# design 1

**Design 1: I/O pins on the die edge**

Scale bar: 20 um. Pins as bars across the die edge, other pins in gray.
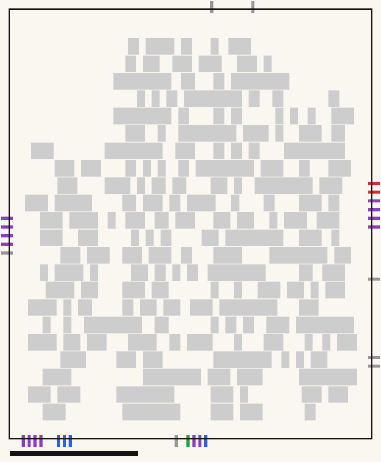

<file path="config.mk">
export PLATFORM = sky130hd
export DESIGN_NAME = addr_key_sequencer
export DESIGN_NICKNAME = d
export VERILOG_FILES = /design/src/rtl/addr_key_pkg.sv /design/src/rtl/resp_lfsr.sv /design/src/rtl/addr_key_sequencer.sv
export SDC_FILE = /design/constraint.sdc
export NUM_CORES = 1
export LEC_CHECK = 0
export CAP_MARGIN = 20
export CELL_PAD_IN_SITES_DETAIL_PLACEMENT = 1
export CELL_PAD_IN_SITES_GLOBAL_PLACEMENT = 1
export CORE_ASPECT_RATIO = 1.2
export CORE_MARGIN = 2
export CORE_UTILIZATION = 41
export CTS_CLUSTER_DIAMETER = 200
export DETAILED_ROUTE_END_ITERATION = 12
export GPL_TIMING_DRIVEN = 0
export PLACE_DENSITY = 0.95
export SLEW_MARGIN = 30
export SYNTH_ARGS = -nofsm -noshare
export SYNTH_HDL_FRONTEND = slang
export SYNTH_HIERARCHICAL = 1
export SYNTH_SLANG_ARGS = --single-unit
</file>
<file path="constraint.sdc">
create_clock -name clk -period 4.7 [get_ports clk]
set_input_delay 0.47 -clock clk [delete_from_list [all_inputs] [get_ports clk]]
set_output_delay 0.47 -clock clk [all_outputs]
set_load 0.01 [all_outputs]
</file>
<file path="src/rtl/addr_key_pkg.sv">
// Shared types and constants for addr_key_sequencer: FSM state encoding,
// decoded-access struct, and the 8-bit Galois response LFSR step function.
package addr_key_pkg;

  typedef enum logic [1:0] {
    IDLE     = 2'd0,
    MATCH    = 2'd1,
    UNLOCKED = 2'd2
  } state_e;

  // One decoded bus access: in-window hit, qualified read, qualified write
  typedef struct packed {
    logic hit;
    logic qrd;
    logic qwr;
  } acc_dec_t;

  localparam logic [7:0] LFSR_TAPS     = 8'hB8;
  localparam logic [7:0] LFSR_SEED_DEF = 8'h01;

  // Galois step: shift right, fold taps in when the bit shifted out is 1
  function automatic logic [7:0] lfsr_step(input logic [7:0] s);
    return {1'b0, s[7:1]} ^ (s[0] ? LFSR_TAPS : 8'h00);
  endfunction

  // Seed from the last key address; an all-zero nibble would lock the LFSR
  function automatic logic [7:0] lfsr_seed(input logic [3:0] lo);
    return (lo == 4'h0) ? LFSR_SEED_DEF : {4'h0, lo};
  endfunction

endpackage

</file>
<file path="src/rtl/resp_lfsr.sv">
// 8-bit Galois response LFSR. load has priority over adv.
module resp_lfsr
  import addr_key_pkg::*;
(
  input  logic       clk,
  input  logic       rst_n,
  input  logic       load,
  input  logic [7:0] seed,
  input  logic       adv,
  output logic [7:0] q
);

  // LFSR state register
  always_ff @(posedge clk or negedge rst_n) begin
    if (!rst_n)    q <= LFSR_SEED_DEF;
    else if (load) q <= seed;
    else if (adv)  q <= lfsr_step(q);
  end

endmodule

</file>
<file path="src/rtl/addr_key_sequencer.sv">
// Address-sequence key matcher with LFSR read responses.
// Qualified reads in the decoded window walk a KEY_LEN-step nibble key; on
// completion the block answers RESP_CNT reads with LFSR bits, then relocks.
// Optional idle timeout enabled by defining ADDR_KEY_TIMEOUT_EN.
module addr_key_sequencer
  import addr_key_pkg::*;
#(
  parameter int                       ADDR_W   = 14,
  parameter int                       WIN_MSB  = 13,
  parameter int                       WIN_W    = 2,
  parameter logic [WIN_W-1:0]         WIN_VAL  = 2'b01,
  parameter int                       KEY_LSB  = 4,
  parameter int                       NIB_W    = 4,
  parameter int                       KEY_LEN  = 8,
  parameter logic [KEY_LEN*NIB_W-1:0] KEY      = 32'h9E3C5A71,
  parameter int                       RESP_W   = 2,
  parameter int                       RESP_CNT = 16,
  parameter int                       TIMEOUT  = 255,
  localparam int                      SW       = $clog2(KEY_LEN+1)
) (
  input  logic              clk,
  input  logic              rst_n,
  input  logic              acc_vld,
  input  logic              sser_n,
  input  logic [ADDR_W-1:0] ba,
  input  logic              br_w,
  output logic              rd_oe,
  output logic [RESP_W-1:0] rd_data,
  output logic              unlocked,
  output logic [SW-1:0]     step,
  output logic              key_err
);

  localparam int CW = $clog2(RESP_CNT+1);

  state_e           state;
  logic [SW-1:0]    step_q;
  logic [CW-1:0]    resp_cnt;
  logic             key_err_q;
  acc_dec_t         dec;
  logic [NIB_W-1:0] nib;
  logic [NIB_W-1:0] exp_nib;
  logic             nib_ok;
  logic             last_step;
  logic             lfsr_load;
  logic             lfsr_adv;
  logic [7:0]       lfsr_q;
  logic             to_fire;
  logic             unused_ba;

  assign dec.hit = acc_vld & ~sser_n & (ba[WIN_MSB -: WIN_W] == WIN_VAL);
  assign dec.qrd = dec.hit &  br_w;
  assign dec.qwr = dec.hit & ~br_w;

  assign nib       = ba[KEY_LSB +: NIB_W];
  // Only consulted while step_q < KEY_LEN (IDLE/MATCH)
  assign exp_nib   = KEY[int'(step_q)*NIB_W +: NIB_W];
  assign nib_ok    = (nib == exp_nib);
  assign last_step = (step_q == SW'(KEY_LEN-1));

  assign lfsr_load = dec.qrd & (state != UNLOCKED) & nib_ok & last_step;
  assign lfsr_adv  = dec.qrd & (state == UNLOCKED);

  assign rd_oe    = lfsr_adv;
  assign rd_data  = lfsr_q[RESP_W-1:0];
  assign unlocked = (state == UNLOCKED);
  assign step     = step_q;
  assign key_err  = key_err_q;

  // Bits of ba outside the decoded fields are don't-care here
  assign unused_ba = ^ba;

  resp_lfsr u_lfsr (
    .clk   (clk),
    .rst_n (rst_n),
    .load  (lfsr_load),
    .seed  (lfsr_seed(ba[3:0])),
    .adv   (lfsr_adv),
    .q     (lfsr_q)
  );

`ifdef ADDR_KEY_TIMEOUT_EN
  logic [7:0] idle_cnt;

  assign to_fire = (state != IDLE) & ~dec.hit & (idle_cnt == 8'(TIMEOUT-1));

  // Idle clocks since the last hit while a key or response session is open
  always_ff @(posedge clk or negedge rst_n) begin
    if (!rst_n)                                   idle_cnt <= '0;
    else if (dec.hit || state == IDLE || to_fire) idle_cnt <= '0;
    else                                          idle_cnt <= idle_cnt + 8'd1;
  end
`else
  assign to_fire = 1'b0;
`endif

  // Key/response FSM with step and response counters
  always_ff @(posedge clk or negedge rst_n) begin
    if (!rst_n) begin
      state     <= IDLE;
      step_q    <= '0;
      resp_cnt  <= '0;
      key_err_q <= 1'b0;
    end else begin
      key_err_q <= 1'b0;
      if (dec.qwr) begin
        // Any window write aborts; silent only if nothing was in progress
        state     <= IDLE;
        step_q    <= '0;
        key_err_q <= !(state == IDLE && step_q == '0);
      end else if (dec.qrd) begin
        case (state)
          IDLE, MATCH: begin
            if (nib_ok) begin
              step_q <= step_q + 1'b1;
              if (last_step) begin
                state    <= UNLOCKED;
                resp_cnt <= '0;
              end else begin
                state <= MATCH;
              end
            end else if (state == MATCH) begin
              if (nib == KEY[NIB_W-1:0]) begin
                // Wrong step but a valid first step: restart the key
                step_q <= SW'(1);
              end else begin
                state     <= IDLE;
                step_q    <= '0;
                key_err_q <= 1'b1;
              end
            end
          end
          UNLOCKED: begin
            if (resp_cnt == CW'(RESP_CNT-1)) begin
              state    <= IDLE;
              step_q   <= '0;
              resp_cnt <= '0;
            end else begin
              resp_cnt <= resp_cnt + 1'b1;
            end
          end
          default: begin
            state  <= IDLE;
            step_q <= '0;
          end
        endcase
      end else if (to_fire) begin
        state     <= IDLE;
        step_q    <= '0;
        key_err_q <= 1'b1;
      end
    end
  end

endmodule
</file>
# design 2

<file path="src/rtl/uart_pkg.sv">
// UART receive shared types: frame width, parity mode codes, stored RX entry.
// Latency: none (types and constants only).
// Backpressure: none (types and constants only).
package uart_pkg;

   localparam int FRAME_W = 11;

   localparam logic [1:0] PARITY_NONE = 2'b00;
   localparam logic [1:0] PARITY_EVEN = 2'b01;
   localparam logic [1:0] PARITY_ODD  = 2'b10;

   // One received character plus its line-error flags.
   typedef struct packed {
      logic       brk;
      logic       fe;
      logic       pe;
      logic [7:0] data;
   } rx_entry_t;

endpackage

</file>
<file path="src/rtl/rx_backend_if.sv">
// Read port between the RX FIFO and the register layer (valid/ready).
// Latency: none (wires only).
// Backpressure: the reader holds rx_ready_i low to keep the head entry.
interface rx_backend_if;
   logic [7:0] rx_data_o;
   logic       rx_pe_o;
   logic       rx_fe_o;
   logic       rx_brk_o;
   logic       rx_valid_o;
   logic       rx_ready_i;

   modport master (output rx_data_o, rx_pe_o, rx_fe_o, rx_brk_o, rx_valid_o,
                   input  rx_ready_i);
   modport slave  (input  rx_data_o, rx_pe_o, rx_fe_o, rx_brk_o, rx_valid_o,
                   output rx_ready_i);
endinterface

</file>
<file path="src/rtl/rx_backend_sync_fifo.sv">
// Generic single-clock FIFO with separate level counter and combinational head.
// Latency: a push is visible at the head one cycle later when empty.
// Backpressure: push ignored when full unless a pop happens in the same cycle.
module sync_fifo #(
   parameter int WIDTH = 11,
   parameter int DEPTH = 8
) (
   input  logic                       clk_i,
   input  logic                       rst_i,
   input  logic                       push_i,
   input  logic [WIDTH-1:0]           wdata_i,
   input  logic                       pop_i,
   output logic [WIDTH-1:0]           rdata_o,
   output logic                       empty_o,
   output logic                       full_o,
   output logic [$clog2(DEPTH):0]     level_o
);
   localparam int AW = $clog2(DEPTH);
   localparam int LW = AW + 1;

   logic [WIDTH-1:0] mem_q [DEPTH];
   logic [AW-1:0]    wr_ptr_q, wr_ptr_d;
   logic [AW-1:0]    rd_ptr_q, rd_ptr_d;
   logic [LW-1:0]    level_q,  level_d;
   logic             push_ok, pop_ok;

   assign empty_o = (level_q == '0);
   assign full_o  = (level_q == LW'(DEPTH));
   assign level_o = level_q;
   assign rdata_o = mem_q[rd_ptr_q];

   // A pop frees a slot in the same cycle, so a full FIFO still takes a push alongside it.
   always_comb begin
      pop_ok   = pop_i & ~empty_o;
      push_ok  = push_i & (~full_o | pop_ok);
      wr_ptr_d = push_ok ? wr_ptr_q + 1'b1 : wr_ptr_q;
      rd_ptr_d = pop_ok  ? rd_ptr_q + 1'b1 : rd_ptr_q;
      level_d  = level_q;
      if (push_ok && !pop_ok) level_d = level_q + 1'b1;
      if (!push_ok && pop_ok) level_d = level_q - 1'b1;
   end

   // Pointer and level registers.
   always_ff @(posedge clk_i or negedge rst_i) begin
      if (!rst_i) begin
         wr_ptr_q <= '0;
         rd_ptr_q <= '0;
         level_q  <= '0;
      end else begin
         wr_ptr_q <= wr_ptr_d;
         rd_ptr_q <= rd_ptr_d;
         level_q  <= level_d;
      end
   end

   // Storage is cleared on reset so the head reads zero while empty.
   always_ff @(posedge clk_i or negedge rst_i) begin
      if (!rst_i) begin
         for (int i = 0; i < DEPTH; i++) mem_q[i] <= '0;
      end else if (push_ok) begin
         mem_q[wr_ptr_q] <= wdata_i;
      end
   end
endmodule

</file>
<file path="src/rtl/rx_backend.sv">
// UART RX back end: decodes a completed frame word and queues {brk,fe,pe,data}.
// Latency: frame pulse at T -> entry at FIFO head (rx_valid_o) at T+1 when empty.
// Backpressure: reader stalls via rx_ready_i; frames arriving while full are dropped and flag overrun.
module rx_backend
   import uart_pkg::*;
#(
   parameter int FIFO_DEPTH = 8
) (
   input  logic                          clk_i,
   input  logic                          rst_i,
   input  logic [FRAME_W-1:0]            frame_data_i,
   input  logic                          frame_valid_i,
   input  logic                          cr_ds_i,
   input  logic [1:0]                    cr_p_i,
   input  logic                          cr_s_i,
   rx_backend_if.master                  rx,
   output logic [$clog2(FIFO_DEPTH):0]   level_o,
   output logic                          full_o,
   output logic                          overrun_o,
   input  logic                          overrun_clr_i
);
   rx_entry_t  dec_entry;
   rx_entry_t  head_entry;
   logic [3:0] nd;
   logic [3:0] p_off;
   logic [3:0] p_off2;
   logic       has_par;
   logic       par_bit;
   logic       stop1;
   logic       stop2;
   logic       fifo_empty;
   logic       pop;
   logic       drop;
   logic       overrun_q, overrun_d;

   // Frame decode with the configuration seen in the strobe cycle.
   always_comb begin
      has_par   = (cr_p_i != PARITY_NONE);
      nd        = cr_ds_i ? 4'd8 : 4'd7;
      p_off     = nd + {3'b000, has_par};
      p_off2    = p_off + 4'd1;
      par_bit   = frame_data_i[nd];
      stop1     = frame_data_i[p_off];
      stop2     = frame_data_i[p_off2];
      dec_entry = '0;
      dec_entry.data = cr_ds_i ? frame_data_i[7:0] : {1'b0, frame_data_i[6:0]};
      case (cr_p_i)
         PARITY_NONE: dec_entry.pe = 1'b0;
         PARITY_EVEN: dec_entry.pe =  (^dec_entry.data ^ par_bit);
         default:     dec_entry.pe = ~(^dec_entry.data ^ par_bit); // reserved code behaves as odd
      endcase
      dec_entry.fe  = ~stop1 | (cr_s_i & ~stop2);
      dec_entry.brk = (dec_entry.data == 8'h00) & ~(has_par & par_bit) & ~stop1;
   end

   assign pop  = rx.rx_valid_o & rx.rx_ready_i;
   assign drop = frame_valid_i & full_o & ~pop;

   sync_fifo #(
      .WIDTH ($bits(rx_entry_t)),
      .DEPTH (FIFO_DEPTH)
   ) u_fifo (
      .clk_i   (clk_i),
      .rst_i   (rst_i),
      .push_i  (frame_valid_i),
      .wdata_i (dec_entry),
      .pop_i   (rx.rx_ready_i),
      .rdata_o (head_entry),
      .empty_o (fifo_empty),
      .full_o  (full_o),
      .level_o (level_o)
   );

   assign rx.rx_valid_o = ~fifo_empty;
   assign rx.rx_data_o  = head_entry.data;
   assign rx.rx_pe_o    = head_entry.pe;
   assign rx.rx_fe_o    = head_entry.fe;
   assign rx.rx_brk_o   = head_entry.brk;
   assign overrun_o     = overrun_q;

   // Sticky overrun: a new drop takes priority over a clear in the same cycle.
   always_comb begin
      overrun_d = overrun_q;
      if (overrun_clr_i) overrun_d = 1'b0;
      if (drop)          overrun_d = 1'b1;
   end

   // Overrun flag register.
   always_ff @(posedge clk_i or negedge rst_i) begin
      if (!rst_i) overrun_q <= 1'b0;
      else        overrun_q <= overrun_d;
   end
endmodule

</file>
<file path="src/flat_wrapper.sv">
// flat-port wrapper written by rule: the top's interface ports become plain ports
module rx_backend_flat import uart_pkg::*;
#(
   parameter int FIFO_DEPTH = 8
)
  (clk_i, rst_i, frame_data_i, frame_valid_i, cr_ds_i, cr_p_i, cr_s_i, level_o, full_o, overrun_o, overrun_clr_i, rx_rx_data_o, rx_rx_pe_o, rx_rx_fe_o, rx_rx_brk_o, rx_rx_valid_o, rx_rx_ready_i);
  rx_backend_if rx_i ();
  input  logic clk_i;
  input  logic rst_i;
  input  logic [FRAME_W-1:0] frame_data_i;
  input  logic frame_valid_i;
  input  logic cr_ds_i;
  input  logic [1:0] cr_p_i;
  input  logic cr_s_i;
  output logic [$clog2(FIFO_DEPTH):0] level_o;
  output logic full_o;
  output logic overrun_o;
  input  logic overrun_clr_i;
  output wire logic [$bits(rx_i.rx_data_o)-1:0] rx_rx_data_o;
  output wire logic [$bits(rx_i.rx_pe_o)-1:0] rx_rx_pe_o;
  output wire logic [$bits(rx_i.rx_fe_o)-1:0] rx_rx_fe_o;
  output wire logic [$bits(rx_i.rx_brk_o)-1:0] rx_rx_brk_o;
  output wire logic [$bits(rx_i.rx_valid_o)-1:0] rx_rx_valid_o;
  input wire logic [$bits(rx_i.rx_ready_i)-1:0] rx_rx_ready_i;
  assign rx_rx_data_o = rx_i.rx_data_o;
  assign rx_rx_pe_o = rx_i.rx_pe_o;
  assign rx_rx_fe_o = rx_i.rx_fe_o;
  assign rx_rx_brk_o = rx_i.rx_brk_o;
  assign rx_rx_valid_o = rx_i.rx_valid_o;
  assign rx_i.rx_ready_i = rx_rx_ready_i;
  rx_backend #(.FIFO_DEPTH(FIFO_DEPTH)) u_core (.clk_i(clk_i), .rst_i(rst_i), .frame_data_i(frame_data_i), .frame_valid_i(frame_valid_i), .cr_ds_i(cr_ds_i), .cr_p_i(cr_p_i), .cr_s_i(cr_s_i), .rx(rx_i), .level_o(level_o), .full_o(full_o), .overrun_o(overrun_o), .overrun_clr_i(overrun_clr_i));
endmodule
</file>
<file path="config.mk">
export PLATFORM = sky130hd
export DESIGN_NAME = rx_backend_flat
export DESIGN_NICKNAME = d
export VERILOG_FILES = /design/src/rtl/uart_pkg.sv /design/src/rtl/rx_backend_if.sv /design/src/rtl/rx_backend_sync_fifo.sv /design/src/rtl/rx_backend.sv /design/src/flat_wrapper.sv
export SDC_FILE = /design/constraint.sdc
export NUM_CORES = 1
export LEC_CHECK = 0
export CORE_UTILIZATION = 55
export CTS_CLUSTER_DIAMETER = 30
export DETAILED_ROUTE_END_ITERATION = 10
export GPL_TIMING_DRIVEN = 0
export PLACE_DENSITY_LB_ADDON = 0.12
export RECOVER_POWER = 50
export SLEW_MARGIN = 20
export SYNTH_ARGS = -nofsm -noshare
export SYNTH_HDL_FRONTEND = slang
export SYNTH_SLANG_ARGS = --single-unit
</file>
<file path="constraint.sdc">
create_clock -name clk_i -period 4.4 [get_ports clk_i]
set_clock_uncertainty 0.2 [all_clocks]
set_input_delay 1.1 -clock clk_i [delete_from_list [all_inputs] [get_ports clk_i]]
set_output_delay 1.1 -clock clk_i [all_outputs]
set_load 0.02 [all_outputs]
</file>
**Design 1: metal 3**

Scale bar: 20 um.
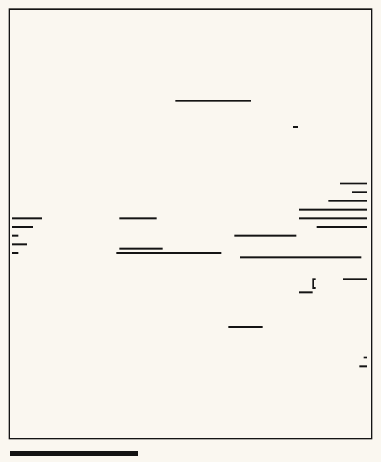
The longest straight run is 18.6 um. 22 nets have wire on it. The layer holds 3.8% of the routed length.
total wirelength of the detailed-routed design: 3.49 mm
vias: 1209

## Picture notes: 'I/O pins on the die edge' of design 1
ba: drawn in purple, pins 14, direction input, edge 6 south, 4 east, 4 west. step: drawn in blue, pins 4, direction output, edge south. rd_data: drawn in red, pins 2, direction output, edge east. acc_vld: drawn in green, pins 1, direction input, edge south.
All pins by edge: 12 south, 9 east, 5 west, 2 north.
die boundary height: 66.9 um
PortBufs: 23
Die Width: 56.4 um

==> results.txt, design 1 <==
Flow results follow.

The flow ran to the end, and the final reports show no timing, DRC or antenna violations. In this run, synthesis inferred 0 flip-flops with an integrated enable. The filler-free cell count of the finished design is 210. The number of inserted diodes is 0.

Of the total standard cell area in the layout, the multi-input combinational portion is 0.467. The worst-path maximum fanout is 10. The post-CTS setup buffer count is 0. The routed design could run at a clock period as short as roughly 2900 ps. The tree built by TritonCTS fans out to 20 sinks. The portion of synthesized cell area occupied by the leading cell type is 0.352. The top cell types in the final layout, fill and taps aside, are 22 x sky130_fd_sc_hd__clkdlybuf4s50_1, 19 x sky130_fd_sc_hd__dfrtp_1, 15 x sky130_fd_sc_hd__nand2_1.

The critical path crosses 10 cells after its start point. The number of antenna violations at the first check in global routing is 0. According to the timing report, the arrival time at the worst endpoint equals approximately 3100 ps. The placed instances occupy a cell area of 0.00164 mm^2.

The register with the most flip-flops in the final layout is u_lfsr/q. The share of the Yosys chip area taken by registers is 0.371. Yosys stat counts 144 cells in the synthesized netlist.

The xor-xnor portion of the synthesized cell area is 0.0509. Measured on the final layout, buffering overhead outside the clock network stands at 0.178. The total length of routed met2 wires is 1.96 mm. After layout, the inverter instance count without clock inverters stands at 5.
**Design 2: I/O pins on the die edge**

Scale bar: 20 um. Pins as bars across the die edge, other pins in gray.
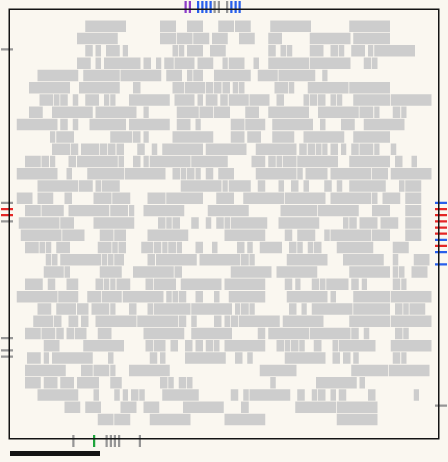
rx_rx_data_o: drawn in red, pins 8, direction output, edge 6 east, 2 west. frame_data_i: drawn in blue, pins 11, direction input, edge 7 north, 4 east. rx_rx_valid_o: drawn in green, pins 1, direction output, edge south. cr_p_i: drawn in purple, pins 2, direction input, edge north.
All pins by edge: 12 north, 11 east, 8 west, 7 south.

**Design 2: cell sizes after repair**

Scale bar: 20 um.
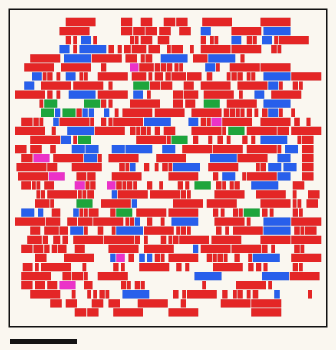
x2: drawn in blue, cells 67. x3 and x4: drawn in magenta, cells 8. x6 and larger: drawn in green, cells 13. x1 and smaller: drawn in red, cells 385.
area growth from synthesis to final layout: 14.0%
area of all placed cells without fillers: 0.00539 mm^2
non-clock buffer count in the final layout: 63
Worst Slack Setup Final: 218 ps

==> results.txt, design 2 <==
Flow results follow.

The critical path in this run is classified as reg2out. The number of nets in the layout is 500. The via count of the first global-routing pass came to 3419. The largest vdd supply drop is between 0.0004 and 0.0005 V. The number of enable-type register cells in the synthesized netlist is 0. The largest individual stage delay along the critical path comes from the cell sky130_fd_sc_hd__mux4_2. The count of max-cap constraint violations is 2. The insertion delay to the later sink of the worst-skew pair is ~360 ps. The final reports fail on max-capacitance violations, max-slew violations. The remaining antenna violation count is 0. The mapped cell area is 0.00473 mm^2. The multi-input combinational cell count is between 200 and 300. The main area contributors are sky130_fd_sc_hd__dfrtp_1 52%, sky130_fd_sc_hd__mux4_2 11%, sky130_fd_sc_hd__nand2_1 7.7%. Routability-driven placement finished with a final weighted congestion of roughly 0.89.

In the final report, the number of pins over their slew limit comes to 102. Of the total power, the clock network draws 0.137. The origin of the critical flop-to-flop path is u_core.u_fifo.level_o[1]$_DFFE_PN0P_.

The count of TritonRoute iterations in the first routing pass is 4. The flow ran to the end, but the final reports show violations. OpenSTA, run right after detailed placement, puts the worst setup slack at between 150 and 200 ps.

==> layout pictures side by side <==
Metal layers overlaid.
Scale bar: 20 um.
Plate I
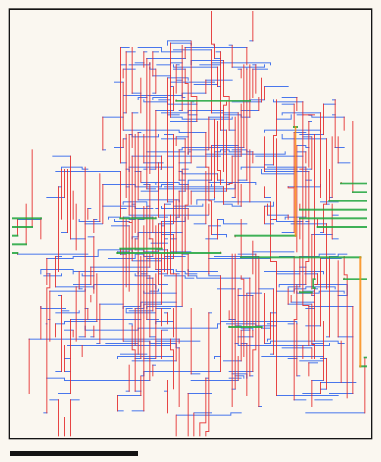
Plate II
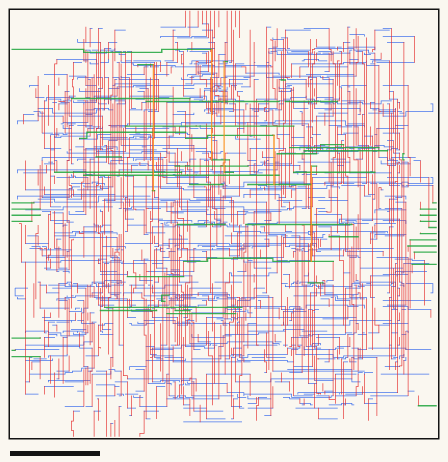
- most wire: Plate II
- largest die: Plate II
Plate II is design 2.
Plate I is design 1.

Key to Plate I:
M4: drawn in orange, wire length 34.0 um. M3: drawn in green, wire length 132 um. M2: drawn in red, wire length 1960 um. M1: drawn in blue, wire length 1370 um.


# design 3

**Design 3: metal 4**

Supply wires on this layer in gray.
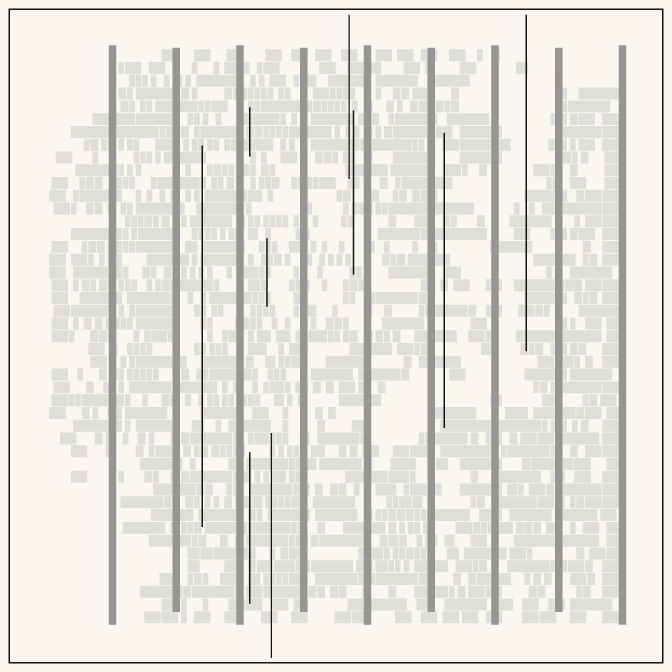

File: src/rtl/fetch_stage_if.sv
// Instruction-memory request/ready bus between the fetch stage and imem.
interface fetch_stage_if;
  logic        req;    // fetch request valid
  logic [31:0] addr;   // word-aligned fetch address
  logic [31:0] rdata;  // instruction word, meaningful when ready=1
  logic        ready;  // fetch completes this cycle

  modport master (output req, output addr, input rdata, input ready);
  modport slave  (input req, input addr, output rdata, output ready);
endinterface

File: src/rtl/fetch_stage.sv
// MIPS instruction-fetch stage with IF/ID pipeline register.
// Holds the PC, drives the imem handshake, honours hazard-unit stalls and
// applies ID-resolved redirects with an optional architectural delay slot.
module fetch_stage #(
  parameter logic [31:0] RESET_PC   = 32'h0000_0000,
  parameter int          DELAY_SLOT = 1,
  parameter logic [31:0] NOP_WORD   = 32'h0000_0000
) (
  input  logic          clk,
  input  logic          rst_n,
  input  logic          i_pc_write,
  input  logic          i_if_id_write,
  input  logic          i_redirect,
  input  logic [31:0]   i_redirect_pc,
  fetch_stage_if.master imem,
  output logic [31:0]   o_if_id_instr,
  output logic [31:0]   o_if_id_pc4,
  output logic          o_if_id_valid,
  output logic [5:0]    o_if_id_op,
  output logic [5:0]    o_if_id_func,
  output logic [4:0]    o_if_id_rs,
  output logic [4:0]    o_if_id_rt
);

  localparam logic [1:0] ST_BOOT  = 2'd0;
  localparam logic [1:0] ST_FETCH = 2'd1;
  localparam logic [1:0] ST_PEND  = 2'd2;
  localparam logic       P_DS     = (DELAY_SLOT != 0);

  logic [1:0]  r_state;
  logic [31:0] r_pc;
  logic [31:0] r_pend_pc;
  logic        r_req;
  logic [31:0] r_instr;
  logic [31:0] r_pc4;
  logic        r_valid;

  logic [1:0]  w_state_nxt;
  logic [31:0] w_pc_nxt;
  logic [31:0] w_pend_nxt;
  logic [31:0] w_instr_nxt;
  logic [31:0] w_pc4_nxt;
  logic        w_valid_nxt;
  logic        w_load_word;
  logic        w_load_bubble;
  logic        w_fire;
  logic [31:0] w_pc_plus4;
  logic [31:0] w_target;

  // Redirect targets are always word aligned; the low two bits are dropped.
  assign w_target   = i_redirect_pc & 32'hFFFF_FFFC;
  assign w_pc_plus4 = r_pc + 32'd4;
  assign w_fire     = r_req & imem.ready;

  assign imem.req  = r_req;
  assign imem.addr = r_pc;

  assign o_if_id_instr = r_instr;
  assign o_if_id_pc4   = r_pc4;
  assign o_if_id_valid = r_valid;
  assign o_if_id_op    = r_instr[31:26];
  assign o_if_id_func  = r_instr[5:0];
  assign o_if_id_rs    = r_instr[25:21];
  assign o_if_id_rt    = r_instr[20:16];

  // Sequencing: PC, pending delay-slot target and what IF/ID should capture.
  always_comb begin
    w_state_nxt   = r_state;
    w_pc_nxt      = r_pc;
    w_pend_nxt    = r_pend_pc;
    w_load_word   = 1'b0;
    w_load_bubble = 1'b0;
    case (r_state)
      ST_BOOT: begin
        w_state_nxt = ST_FETCH;
      end
      ST_FETCH: begin
        if (!i_pc_write) begin
          // Stall: an unstable ID branch decision must not move the PC.
          w_load_word = i_if_id_write & w_fire;
        end else if (i_redirect && !P_DS) begin
          w_pc_nxt      = w_target;
          w_load_bubble = 1'b1;
        end else if (i_redirect && imem.ready) begin
          w_pc_nxt    = w_target;
          w_load_word = 1'b1;
        end else if (i_redirect) begin
          // Delay-slot word still outstanding: park the target until it lands.
          w_pend_nxt    = w_target;
          w_state_nxt   = ST_PEND;
          w_load_bubble = i_if_id_write;
        end else if (imem.ready) begin
          w_pc_nxt    = w_pc_plus4;
          w_load_word = i_if_id_write;
        end else begin
          w_load_bubble = i_if_id_write;
        end
      end
      ST_PEND: begin
        if (!i_pc_write || !i_if_id_write) begin
          w_state_nxt = ST_PEND;
        end else if (imem.ready) begin
          w_pc_nxt    = r_pend_pc;
          w_load_word = 1'b1;
          w_state_nxt = ST_FETCH;
        end else begin
          w_load_bubble = 1'b1;
        end
      end
      default: begin
        w_state_nxt = ST_BOOT;
      end
    endcase
  end

  // IF/ID next contents: fetched word, bubble, or hold.
  always_comb begin
    w_instr_nxt = r_instr;
    w_pc4_nxt   = r_pc4;
    w_valid_nxt = r_valid;
    if (w_load_word) begin
      w_instr_nxt = imem.rdata;
      w_pc4_nxt   = w_pc_plus4;
      w_valid_nxt = 1'b1;
    end else if (w_load_bubble) begin
      w_instr_nxt = NOP_WORD;
      w_pc4_nxt   = 32'h0000_0000;
      w_valid_nxt = 1'b0;
    end else begin
      w_valid_nxt = r_valid;
    end
  end

  // State, PC and IF/ID registers with asynchronous reset.
  always_ff @(posedge clk or negedge rst_n) begin
    if (!rst_n) begin
      r_state   <= ST_BOOT;
      r_pc      <= RESET_PC;
      r_pend_pc <= 32'h0000_0000;
      r_req     <= 1'b0;
      r_instr   <= NOP_WORD;
      r_pc4     <= 32'h0000_0000;
      r_valid   <= 1'b0;
    end else begin
      r_state   <= w_state_nxt;
      r_pc      <= w_pc_nxt;
      r_pend_pc <= w_pend_nxt;
      r_req     <= (w_state_nxt == ST_FETCH) || (w_state_nxt == ST_PEND);
      r_instr   <= w_instr_nxt;
      r_pc4     <= w_pc4_nxt;
      r_valid   <= w_valid_nxt;
    end
  end

  fetch_stage_chk u_chk (
    .clk           (clk),
    .rst_n         (rst_n),
    .i_in_fetch    (r_state == ST_FETCH),
    .i_pc_write    (i_pc_write),
    .i_if_id_write (i_if_id_write),
    .i_fire        (w_fire)
  );

endmodule

// Input-legality checks for the fetch stage.
module fetch_stage_chk (
  input logic clk,
  input logic rst_n,
  input logic i_in_fetch,
  input logic i_pc_write,
  input logic i_if_id_write,
  input logic i_fire
);
  // Advancing the PC while IF/ID is frozen would silently drop a fetched word.
  a_no_drop: assert property (@(posedge clk) disable iff (!rst_n)
      !(i_in_fetch && i_pc_write && !i_if_id_write && i_fire))
    else $error("fetch_stage: pc_write=1 with if_id_write=0 on a completing fetch");
endmodule

File: src/flat_wrapper.sv
// flat-port wrapper written by rule: the top's interface ports become plain ports
module fetch_stage_flat 
#(
  parameter logic [31:0] RESET_PC   = 32'h0000_0000,
  parameter int          DELAY_SLOT = 1,
  parameter logic [31:0] NOP_WORD   = 32'h0000_0000
)
  (clk, rst_n, i_pc_write, i_if_id_write, i_redirect, i_redirect_pc, o_if_id_instr, o_if_id_pc4, o_if_id_valid, o_if_id_op, o_if_id_func, o_if_id_rs, o_if_id_rt, imem_req, imem_addr, imem_rdata, imem_ready);
  fetch_stage_if imem_i ();
  input  logic clk;
  input  logic rst_n;
  input  logic i_pc_write;
  input  logic i_if_id_write;
  input  logic i_redirect;
  input  logic [31:0] i_redirect_pc;
  output logic [31:0] o_if_id_instr;
  output logic [31:0] o_if_id_pc4;
  output logic o_if_id_valid;
  output logic [5:0] o_if_id_op;
  output logic [5:0] o_if_id_func;
  output logic [4:0] o_if_id_rs;
  output logic [4:0] o_if_id_rt;
  output wire logic [$bits(imem_i.req)-1:0] imem_req;
  output wire logic [$bits(imem_i.addr)-1:0] imem_addr;
  input wire logic [$bits(imem_i.rdata)-1:0] imem_rdata;
  input wire logic [$bits(imem_i.ready)-1:0] imem_ready;
  assign imem_req = imem_i.req;
  assign imem_addr = imem_i.addr;
  assign imem_i.rdata = imem_rdata;
  assign imem_i.ready = imem_ready;
  fetch_stage #(.RESET_PC(RESET_PC), .DELAY_SLOT(DELAY_SLOT), .NOP_WORD(NOP_WORD)) u_core (.clk(clk), .rst_n(rst_n), .i_pc_write(i_pc_write), .i_if_id_write(i_if_id_write), .i_redirect(i_redirect), .i_redirect_pc(i_redirect_pc), .imem(imem_i), .o_if_id_instr(o_if_id_instr), .o_if_id_pc4(o_if_id_pc4), .o_if_id_valid(o_if_id_valid), .o_if_id_op(o_if_id_op), .o_if_id_func(o_if_id_func), .o_if_id_rs(o_if_id_rs), .o_if_id_rt(o_if_id_rt));
endmodule
File: config.mk
export PLATFORM = sky130hd
export DESIGN_NAME = fetch_stage_flat
export DESIGN_NICKNAME = d
export VERILOG_FILES = /design/src/rtl/fetch_stage_if.sv /design/src/rtl/fetch_stage.sv /design/src/flat_wrapper.sv
export SDC_FILE = /design/constraint.sdc
export NUM_CORES = 1
export LEC_CHECK = 0
export ABC_AREA = 1
export CAP_MARGIN = 20
export CORE_MARGIN = 8
export CORE_UTILIZATION = 45
export CTS_CLUSTER_DIAMETER = 80
export DETAILED_ROUTE_END_ITERATION = 10
export MAX_ROUTING_LAYER = met4
export PLACE_DENSITY = 0.79
export SLEW_MARGIN = 20
export SYNTH_ARGS = -nofsm -noshare
export SYNTH_HDL_FRONTEND = slang
export SYNTH_SLANG_ARGS = --single-unit
File: constraint.sdc
create_clock -name clk -period 5.1 [get_ports clk]
set_input_delay 1.02 -clock clk [delete_from_list [all_inputs] [get_ports clk]]
set_output_delay 1.02 -clock clk [all_outputs]
set_load 0.05 [all_outputs]
# design 4

[src/rtl/char_sequencer_if.sv]
// Bus between the character writer, the 7-segment animator and char_sequencer.
// loop_mode is present only when CHAR_SEQ_LOOP_EN is defined.
interface char_sequencer_if;
    logic       ena;
    logic       tick60;
    logic       wr_strobe;
    logic [6:0] wr_char;
    logic       clear;
`ifdef CHAR_SEQ_LOOP_EN
    logic       loop_mode;
`endif
    logic [6:0] char_out;
    logic       char_available;
    logic       fifo_empty;
    logic       fifo_full;
    logic [4:0] level;
    logic       overflow;
    logic [1:0] state_dbg;

    // Handshake: char_available is a one-cycle pulse qualifying a new char_out; there is
    // no ready/backpressure, so the animator must take char_out on the pulse cycle.
`ifdef CHAR_SEQ_LOOP_EN
    modport master (
        output ena, tick60, wr_strobe, wr_char, clear, loop_mode,
        input  char_out, char_available, fifo_empty, fifo_full, level, overflow, state_dbg
    );
    modport slave (
        input  ena, tick60, wr_strobe, wr_char, clear, loop_mode,
        output char_out, char_available, fifo_empty, fifo_full, level, overflow, state_dbg
    );
`else
    modport master (
        output ena, tick60, wr_strobe, wr_char, clear,
        input  char_out, char_available, fifo_empty, fifo_full, level, overflow, state_dbg
    );
    modport slave (
        input  ena, tick60, wr_strobe, wr_char, clear,
        output char_out, char_available, fifo_empty, fifo_full, level, overflow, state_dbg
    );
`endif
endinterface

[src/rtl/char_sequencer.sv]
// Buffers strobed 7-bit characters in a circular FIFO and issues one per HOLD_TICKS tick60 pulses.
// Optional CHAR_SEQ_LOOP_EN adds loop_mode: replay the stored characters as a marquee.
module char_sequencer #(
    parameter int DEPTH      = 8,
    parameter int HOLD_TICKS = 30
) (
    input  logic             clk,
    input  logic             rst_n,
    char_sequencer_if.slave  bus
);
    localparam int          AW      = $clog2(DEPTH);
    localparam logic [4:0]  DEPTH_L = 5'(DEPTH);
    localparam logic [7:0]  HOLD_L  = 8'(HOLD_TICKS);

    // state_dbg encoding: 0 IDLE, 1 LOAD, 2 HOLD
    typedef enum logic [1:0] {
        IDLE = 2'd0,
        LOAD = 2'd1,
        HOLD = 2'd2
    } state_t;

    state_t          state_q, state_d;
    logic            sync1_q, sync2_q, sync3_q;
    logic [6:0]      mem [DEPTH];
    logic [AW-1:0]   wr_ptr_q, rd_ptr_q, play_q, rd_idx;
    logic [4:0]      level_q;
    logic            overflow_q;
    logic [7:0]      tick_cnt_q, tick_inc;
    logic [6:0]      char_q;
    logic            avail_q;
    logic [4:0]      play_nxt;
    logic            strobe_rise, full, empty, push_req, push_ok;
    logic            load_fire, pop, loop_active, hold_done;

`ifdef CHAR_SEQ_LOOP_EN
    assign loop_active = bus.loop_mode;
`else
    assign loop_active = 1'b0;
`endif

    assign strobe_rise = sync2_q & ~sync3_q;
    assign full        = (level_q == DEPTH_L);
    assign empty       = (level_q == 5'd0);
    assign push_req    = strobe_rise & bus.ena & ~bus.clear;
    assign push_ok     = push_req & ~full;
    assign load_fire   = (state_q == LOAD) & bus.ena & ~bus.clear;
    assign pop         = load_fire & ~loop_active;
    assign rd_idx      = rd_ptr_q + play_q;
    assign play_nxt    = 5'(play_q) + 5'd1;
    assign tick_inc    = (tick_cnt_q == 8'hFF) ? 8'hFF : tick_cnt_q + 8'd1;
    assign hold_done   = bus.tick60 & (tick_inc >= HOLD_L);

    // Synchronizer and edge history run even with ena low, so an edge seen while
    // disabled is consumed rather than replayed on re-enable.
    always_ff @(posedge clk or negedge rst_n) begin
        if (!rst_n) begin
            sync1_q <= 1'b0;
            sync2_q <= 1'b0;
            sync3_q <= 1'b0;
        end else begin
            sync1_q <= bus.wr_strobe;
            sync2_q <= sync1_q;
            sync3_q <= sync2_q;
        end
    end

    always_ff @(posedge clk or negedge rst_n) begin
        if (!rst_n) begin
            state_q <= IDLE;
        end else begin
            state_q <= state_d;
        end
    end

    always_comb begin
        state_d = state_q;
        if (bus.ena) begin
            if (bus.clear) begin
                state_d = IDLE;
            end else begin
                case (state_q)
                    IDLE:    if (!empty) state_d = LOAD;
                    LOAD:    state_d = HOLD;
                    HOLD:    if (hold_done) state_d = IDLE;
                    default: state_d = IDLE;
                endcase
            end
        end
    end

    always_ff @(posedge clk) begin
        if (push_ok) begin
            mem[wr_ptr_q] <= bus.wr_char;
        end
    end

    always_ff @(posedge clk or negedge rst_n) begin
        if (!rst_n) begin
            wr_ptr_q   <= '0;
            rd_ptr_q   <= '0;
            play_q     <= '0;
            level_q    <= 5'd0;
            overflow_q <= 1'b0;
        end else if (bus.ena) begin
            if (bus.clear) begin
                wr_ptr_q   <= '0;
                rd_ptr_q   <= '0;
                play_q     <= '0;
                level_q    <= 5'd0;
                overflow_q <= 1'b0;
            end else begin
                if (push_ok) wr_ptr_q <= wr_ptr_q + AW'(1);
                if (push_req && full) overflow_q <= 1'b1;
                if (pop) rd_ptr_q <= rd_ptr_q + AW'(1);
                level_q <= level_q + 5'(push_ok) - 5'(pop);
                // Play offset is relative to the head and wraps at the current level.
                if (load_fire) begin
                    if (loop_active && (play_nxt < level_q)) play_q <= play_q + AW'(1);
                    else play_q <= '0;
                end
            end
        end
    end

    always_ff @(posedge clk or negedge rst_n) begin
        if (!rst_n) begin
            tick_cnt_q <= 8'd0;
        end else if (bus.ena) begin
            if (bus.clear || state_q == LOAD) begin
                tick_cnt_q <= 8'd0;
            end else if (state_q == HOLD && bus.tick60) begin
                tick_cnt_q <= tick_inc;
            end
        end
    end

    always_ff @(posedge clk or negedge rst_n) begin
        if (!rst_n) begin
            char_q  <= 7'd0;
            avail_q <= 1'b0;
        end else begin
            avail_q <= load_fire;
            if (load_fire) char_q <= mem[rd_idx];
        end
    end

    assign bus.char_out       = char_q;
    assign bus.char_available = avail_q;
    assign bus.fifo_empty     = empty;
    assign bus.fifo_full      = full;
    assign bus.level          = level_q;
    assign bus.overflow       = overflow_q;
    assign bus.state_dbg      = state_q;
endmodule
[src/flat_wrapper.sv]
// flat-port wrapper written by rule: the top's interface ports become plain ports
module char_sequencer_flat 
#(
    parameter int DEPTH      = 8,
    parameter int HOLD_TICKS = 30
)
  (clk, rst_n, bus_ena, bus_tick60, bus_wr_strobe, bus_wr_char, bus_clear, bus_char_out, bus_char_available, bus_fifo_empty, bus_fifo_full, bus_level, bus_overflow, bus_state_dbg);
  char_sequencer_if bus_i ();
  input  logic clk;
  input  logic rst_n;
  input wire logic [$bits(bus_i.ena)-1:0] bus_ena;
  input wire logic [$bits(bus_i.tick60)-1:0] bus_tick60;
  input wire logic [$bits(bus_i.wr_strobe)-1:0] bus_wr_strobe;
  input wire logic [$bits(bus_i.wr_char)-1:0] bus_wr_char;
  input wire logic [$bits(bus_i.clear)-1:0] bus_clear;
  output wire logic [$bits(bus_i.char_out)-1:0] bus_char_out;
  output wire logic [$bits(bus_i.char_available)-1:0] bus_char_available;
  output wire logic [$bits(bus_i.fifo_empty)-1:0] bus_fifo_empty;
  output wire logic [$bits(bus_i.fifo_full)-1:0] bus_fifo_full;
  output wire logic [$bits(bus_i.level)-1:0] bus_level;
  output wire logic [$bits(bus_i.overflow)-1:0] bus_overflow;
  output wire logic [$bits(bus_i.state_dbg)-1:0] bus_state_dbg;
  assign bus_i.ena = bus_ena;
  assign bus_i.tick60 = bus_tick60;
  assign bus_i.wr_strobe = bus_wr_strobe;
  assign bus_i.wr_char = bus_wr_char;
  assign bus_i.clear = bus_clear;
  assign bus_char_out = bus_i.char_out;
  assign bus_char_available = bus_i.char_available;
  assign bus_fifo_empty = bus_i.fifo_empty;
  assign bus_fifo_full = bus_i.fifo_full;
  assign bus_level = bus_i.level;
  assign bus_overflow = bus_i.overflow;
  assign bus_state_dbg = bus_i.state_dbg;
  char_sequencer #(.DEPTH(DEPTH), .HOLD_TICKS(HOLD_TICKS)) u_core (.clk(clk), .rst_n(rst_n), .bus(bus_i));
endmodule
[config.mk]
export PLATFORM = sky130hd
export DESIGN_NAME = char_sequencer_flat
export DESIGN_NICKNAME = d
export VERILOG_FILES = /design/src/rtl/char_sequencer_if.sv /design/src/rtl/char_sequencer.sv /design/src/flat_wrapper.sv
export SDC_FILE = /design/constraint.sdc
export NUM_CORES = 1
export LEC_CHECK = 0
export CORE_UTILIZATION = 60
export CTS_BUF_LIST = sky130_fd_sc_hd__clkbuf_8
export DETAILED_ROUTE_END_ITERATION = 6
export PLACE_DENSITY = 0.82
export SYNTH_ARGS = -nofsm -noshare
export SYNTH_HDL_FRONTEND = slang
export SYNTH_SLANG_ARGS = --single-unit
[constraint.sdc]
create_clock -name clk -period 2.9 [get_ports clk]
set_clock_uncertainty 0.05 [all_clocks]
set_input_delay 0.58 -clock clk [delete_from_list [all_inputs] [get_ports clk]]
set_output_delay 0.58 -clock clk [all_outputs]
set_load 0.005 [all_outputs]

==> layout pictures side by side <==
Cell sizes after repair.
panel A
Scale bar: 20 um.
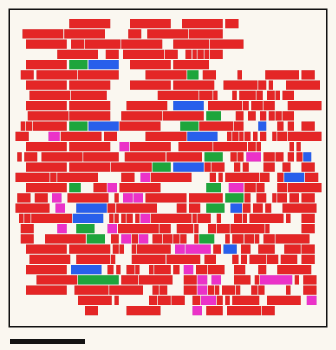
panel B
Scale bar: 50 um.
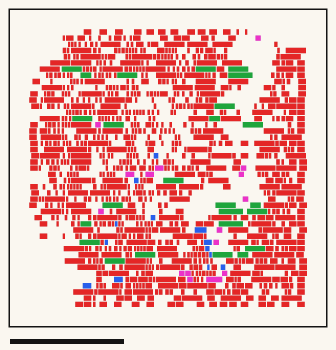
- largest die: panel B
- most cells: panel B
For design 3, see panel B.
For design 4, see panel A.

**Design 3: placed standard cells**

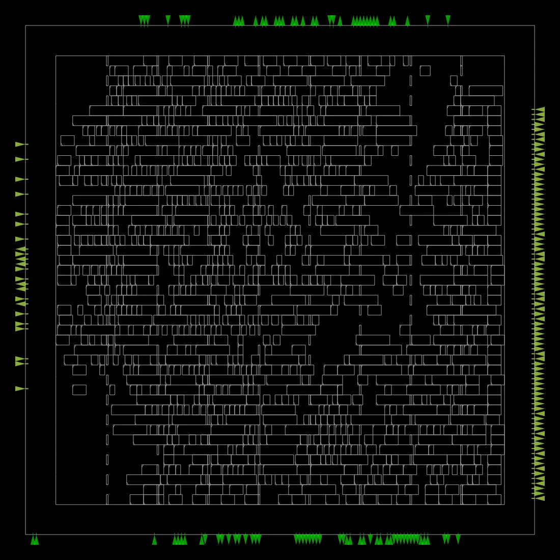
total number of sequential cells: 127
count of inserted tapcells: 188
cell row count: 45
fin util: 0.613
sequential portion of the cell area: 0.346

About 'metal 4' of design 3:
The layer holds 1.9% of the routed length. The layer carries 388 um of wire. The longest straight run is 80.9 um. 8 nets have wire on it.
total wirelength of the detailed-routed design: 20.2 mm
vias: 6418

==> results.txt, design 3 <==
Flow results follow.

The flow ran to the end, and the final reports show no timing, DRC or antenna violations. The number of port buffers is between 150 and 200. After clock tree synthesis, the flow added hold-fix buffers numbering 0. Setup repair after global routing left no endpoint under its margin. In the final layout, the multi-input gates occupy 0.00293 mm^2. The pin slew with the least headroom to its limit is 765 ps. The highest-count logic cell in the final layout is sky130_fd_sc_hd__nand2_1. In this run the cell area measured after placement is 0.00858 mm^2. The share of total power dissipated in sequential elements is 0.272.

The type of the setup path with the least slack is reg2out. The total of endpoints with negative setup slack in the final report is 0. The area of the die is 0.0193 mm^2.

The minimum setup slack among reg-to-reg paths is ~2500 ps. The capturing element of the worst setup path is imem_addr[26]. In the post-route analysis, the smallest setup slack over all paths is between 2000 and 2500 ps. Counting flops with an async set or reset pin after synthesis yields a share of 1.00. In this run the top signal layer used is met4.

Of the available clock period, the critical path in the final layout requires 0.553. The number of ordinary inverters in the final layout is roughly 84. The area taken by sequential standard cells is reported as 0.00318 mm^2. The main area contributors are sky130_fd_sc_hd__dfrtp_1 47%, sky130_fd_sc_hd__nand2_1 16%, sky130_fd_sc_hd__nand3_1 9.7%.

The main logic family after synthesis is simple AND/OR/NAND/NOR gates. For reference, the mux area share after synthesis is 0.00332. The clock buffers instantiated in the layout total 25. The number of antenna violations at the first check in global routing is 0. The met3 routed wirelength is around 1.2 mm. The die is around 140 um wide. The core footprint is between 0.01 and 0.015 mm^2. On the critical path the data arrives at 1800 ps. The tightest min-delay check is of the reg2reg type.
**Design 4: placed standard cells**

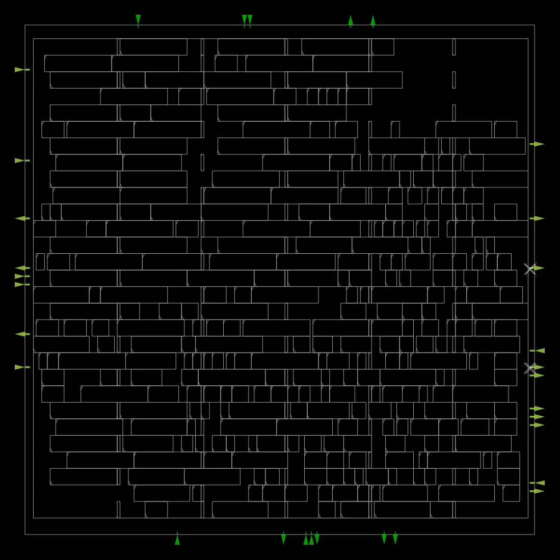
placeable core area: 0.00642 mm^2
cell row count: 29
count of placed standard cells in the final layout, fillers left out: 409
count of inserted tapcells: 77

==> results.txt, design 4 <==
Flow results follow.

The final report gives the standard cell area, fillers excluded, as 0.00469 mm^2. The flip-flop and latch power is around 1.5 mW. The synthesized design contains around 56 enable-type register cells. The via count of the first global-routing pass is 2482. The detailed router put a total of around 3.2 mm of wire on met1. The synthesis report names the predominant flop master as sky130_fd_sc_hd__edfxtp_1. After detailed routing, the number of vias per cell comes to between 6 and 7.

Per the detail_route report, DRC violations left total 4. Entering global routing, the biggest net connects 34 pins. The number of storage elements in the synthesis netlist is 89. The highest-utilization routing layer at the global route stage is met2. The flow ran to the end, but the final reports show violations. The largest vdd supply drop is 0.000445 V. The launch point of the worst register-to-register path is recorded as u_core.bus.level[2]$_DFFE_PN0P_. The checks that failed: design-rule violations.


==> gallery <==
Metal 3.
picture 1
Scale bar: 20 um.
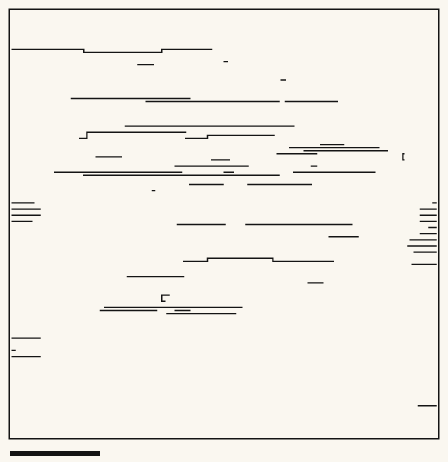
picture 2
Scale bar: 20 um.
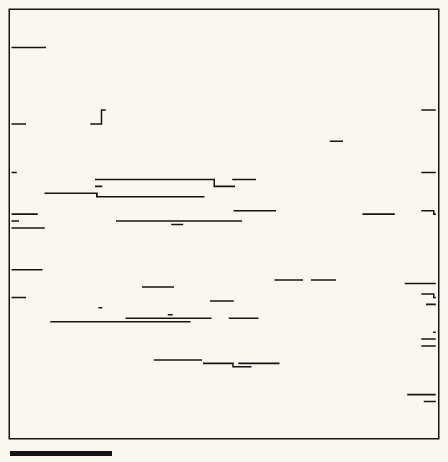
picture 3
Scale bar: 50 um.
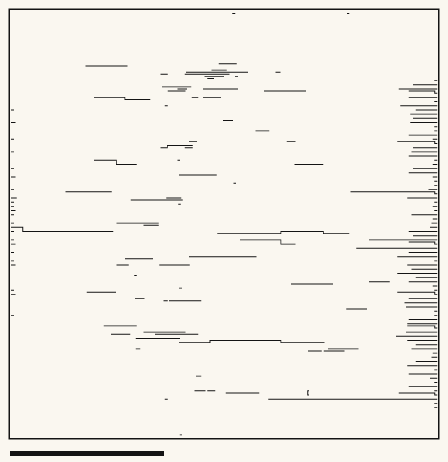
| from | picture |
|---|---|
| design 2 | picture 1 |
| design 4 | picture 2 |
| design 3 | picture 3 |
The one with the largest die is picture 3.

Key to picture 1:
The wires run mostly horizontal. The layer holds 5.9% of the routed length. The longest straight run is 43.2 um. 41 nets have wire on it. The layer carries 626 um of wire.

Power and IR drop assume default switching activity.
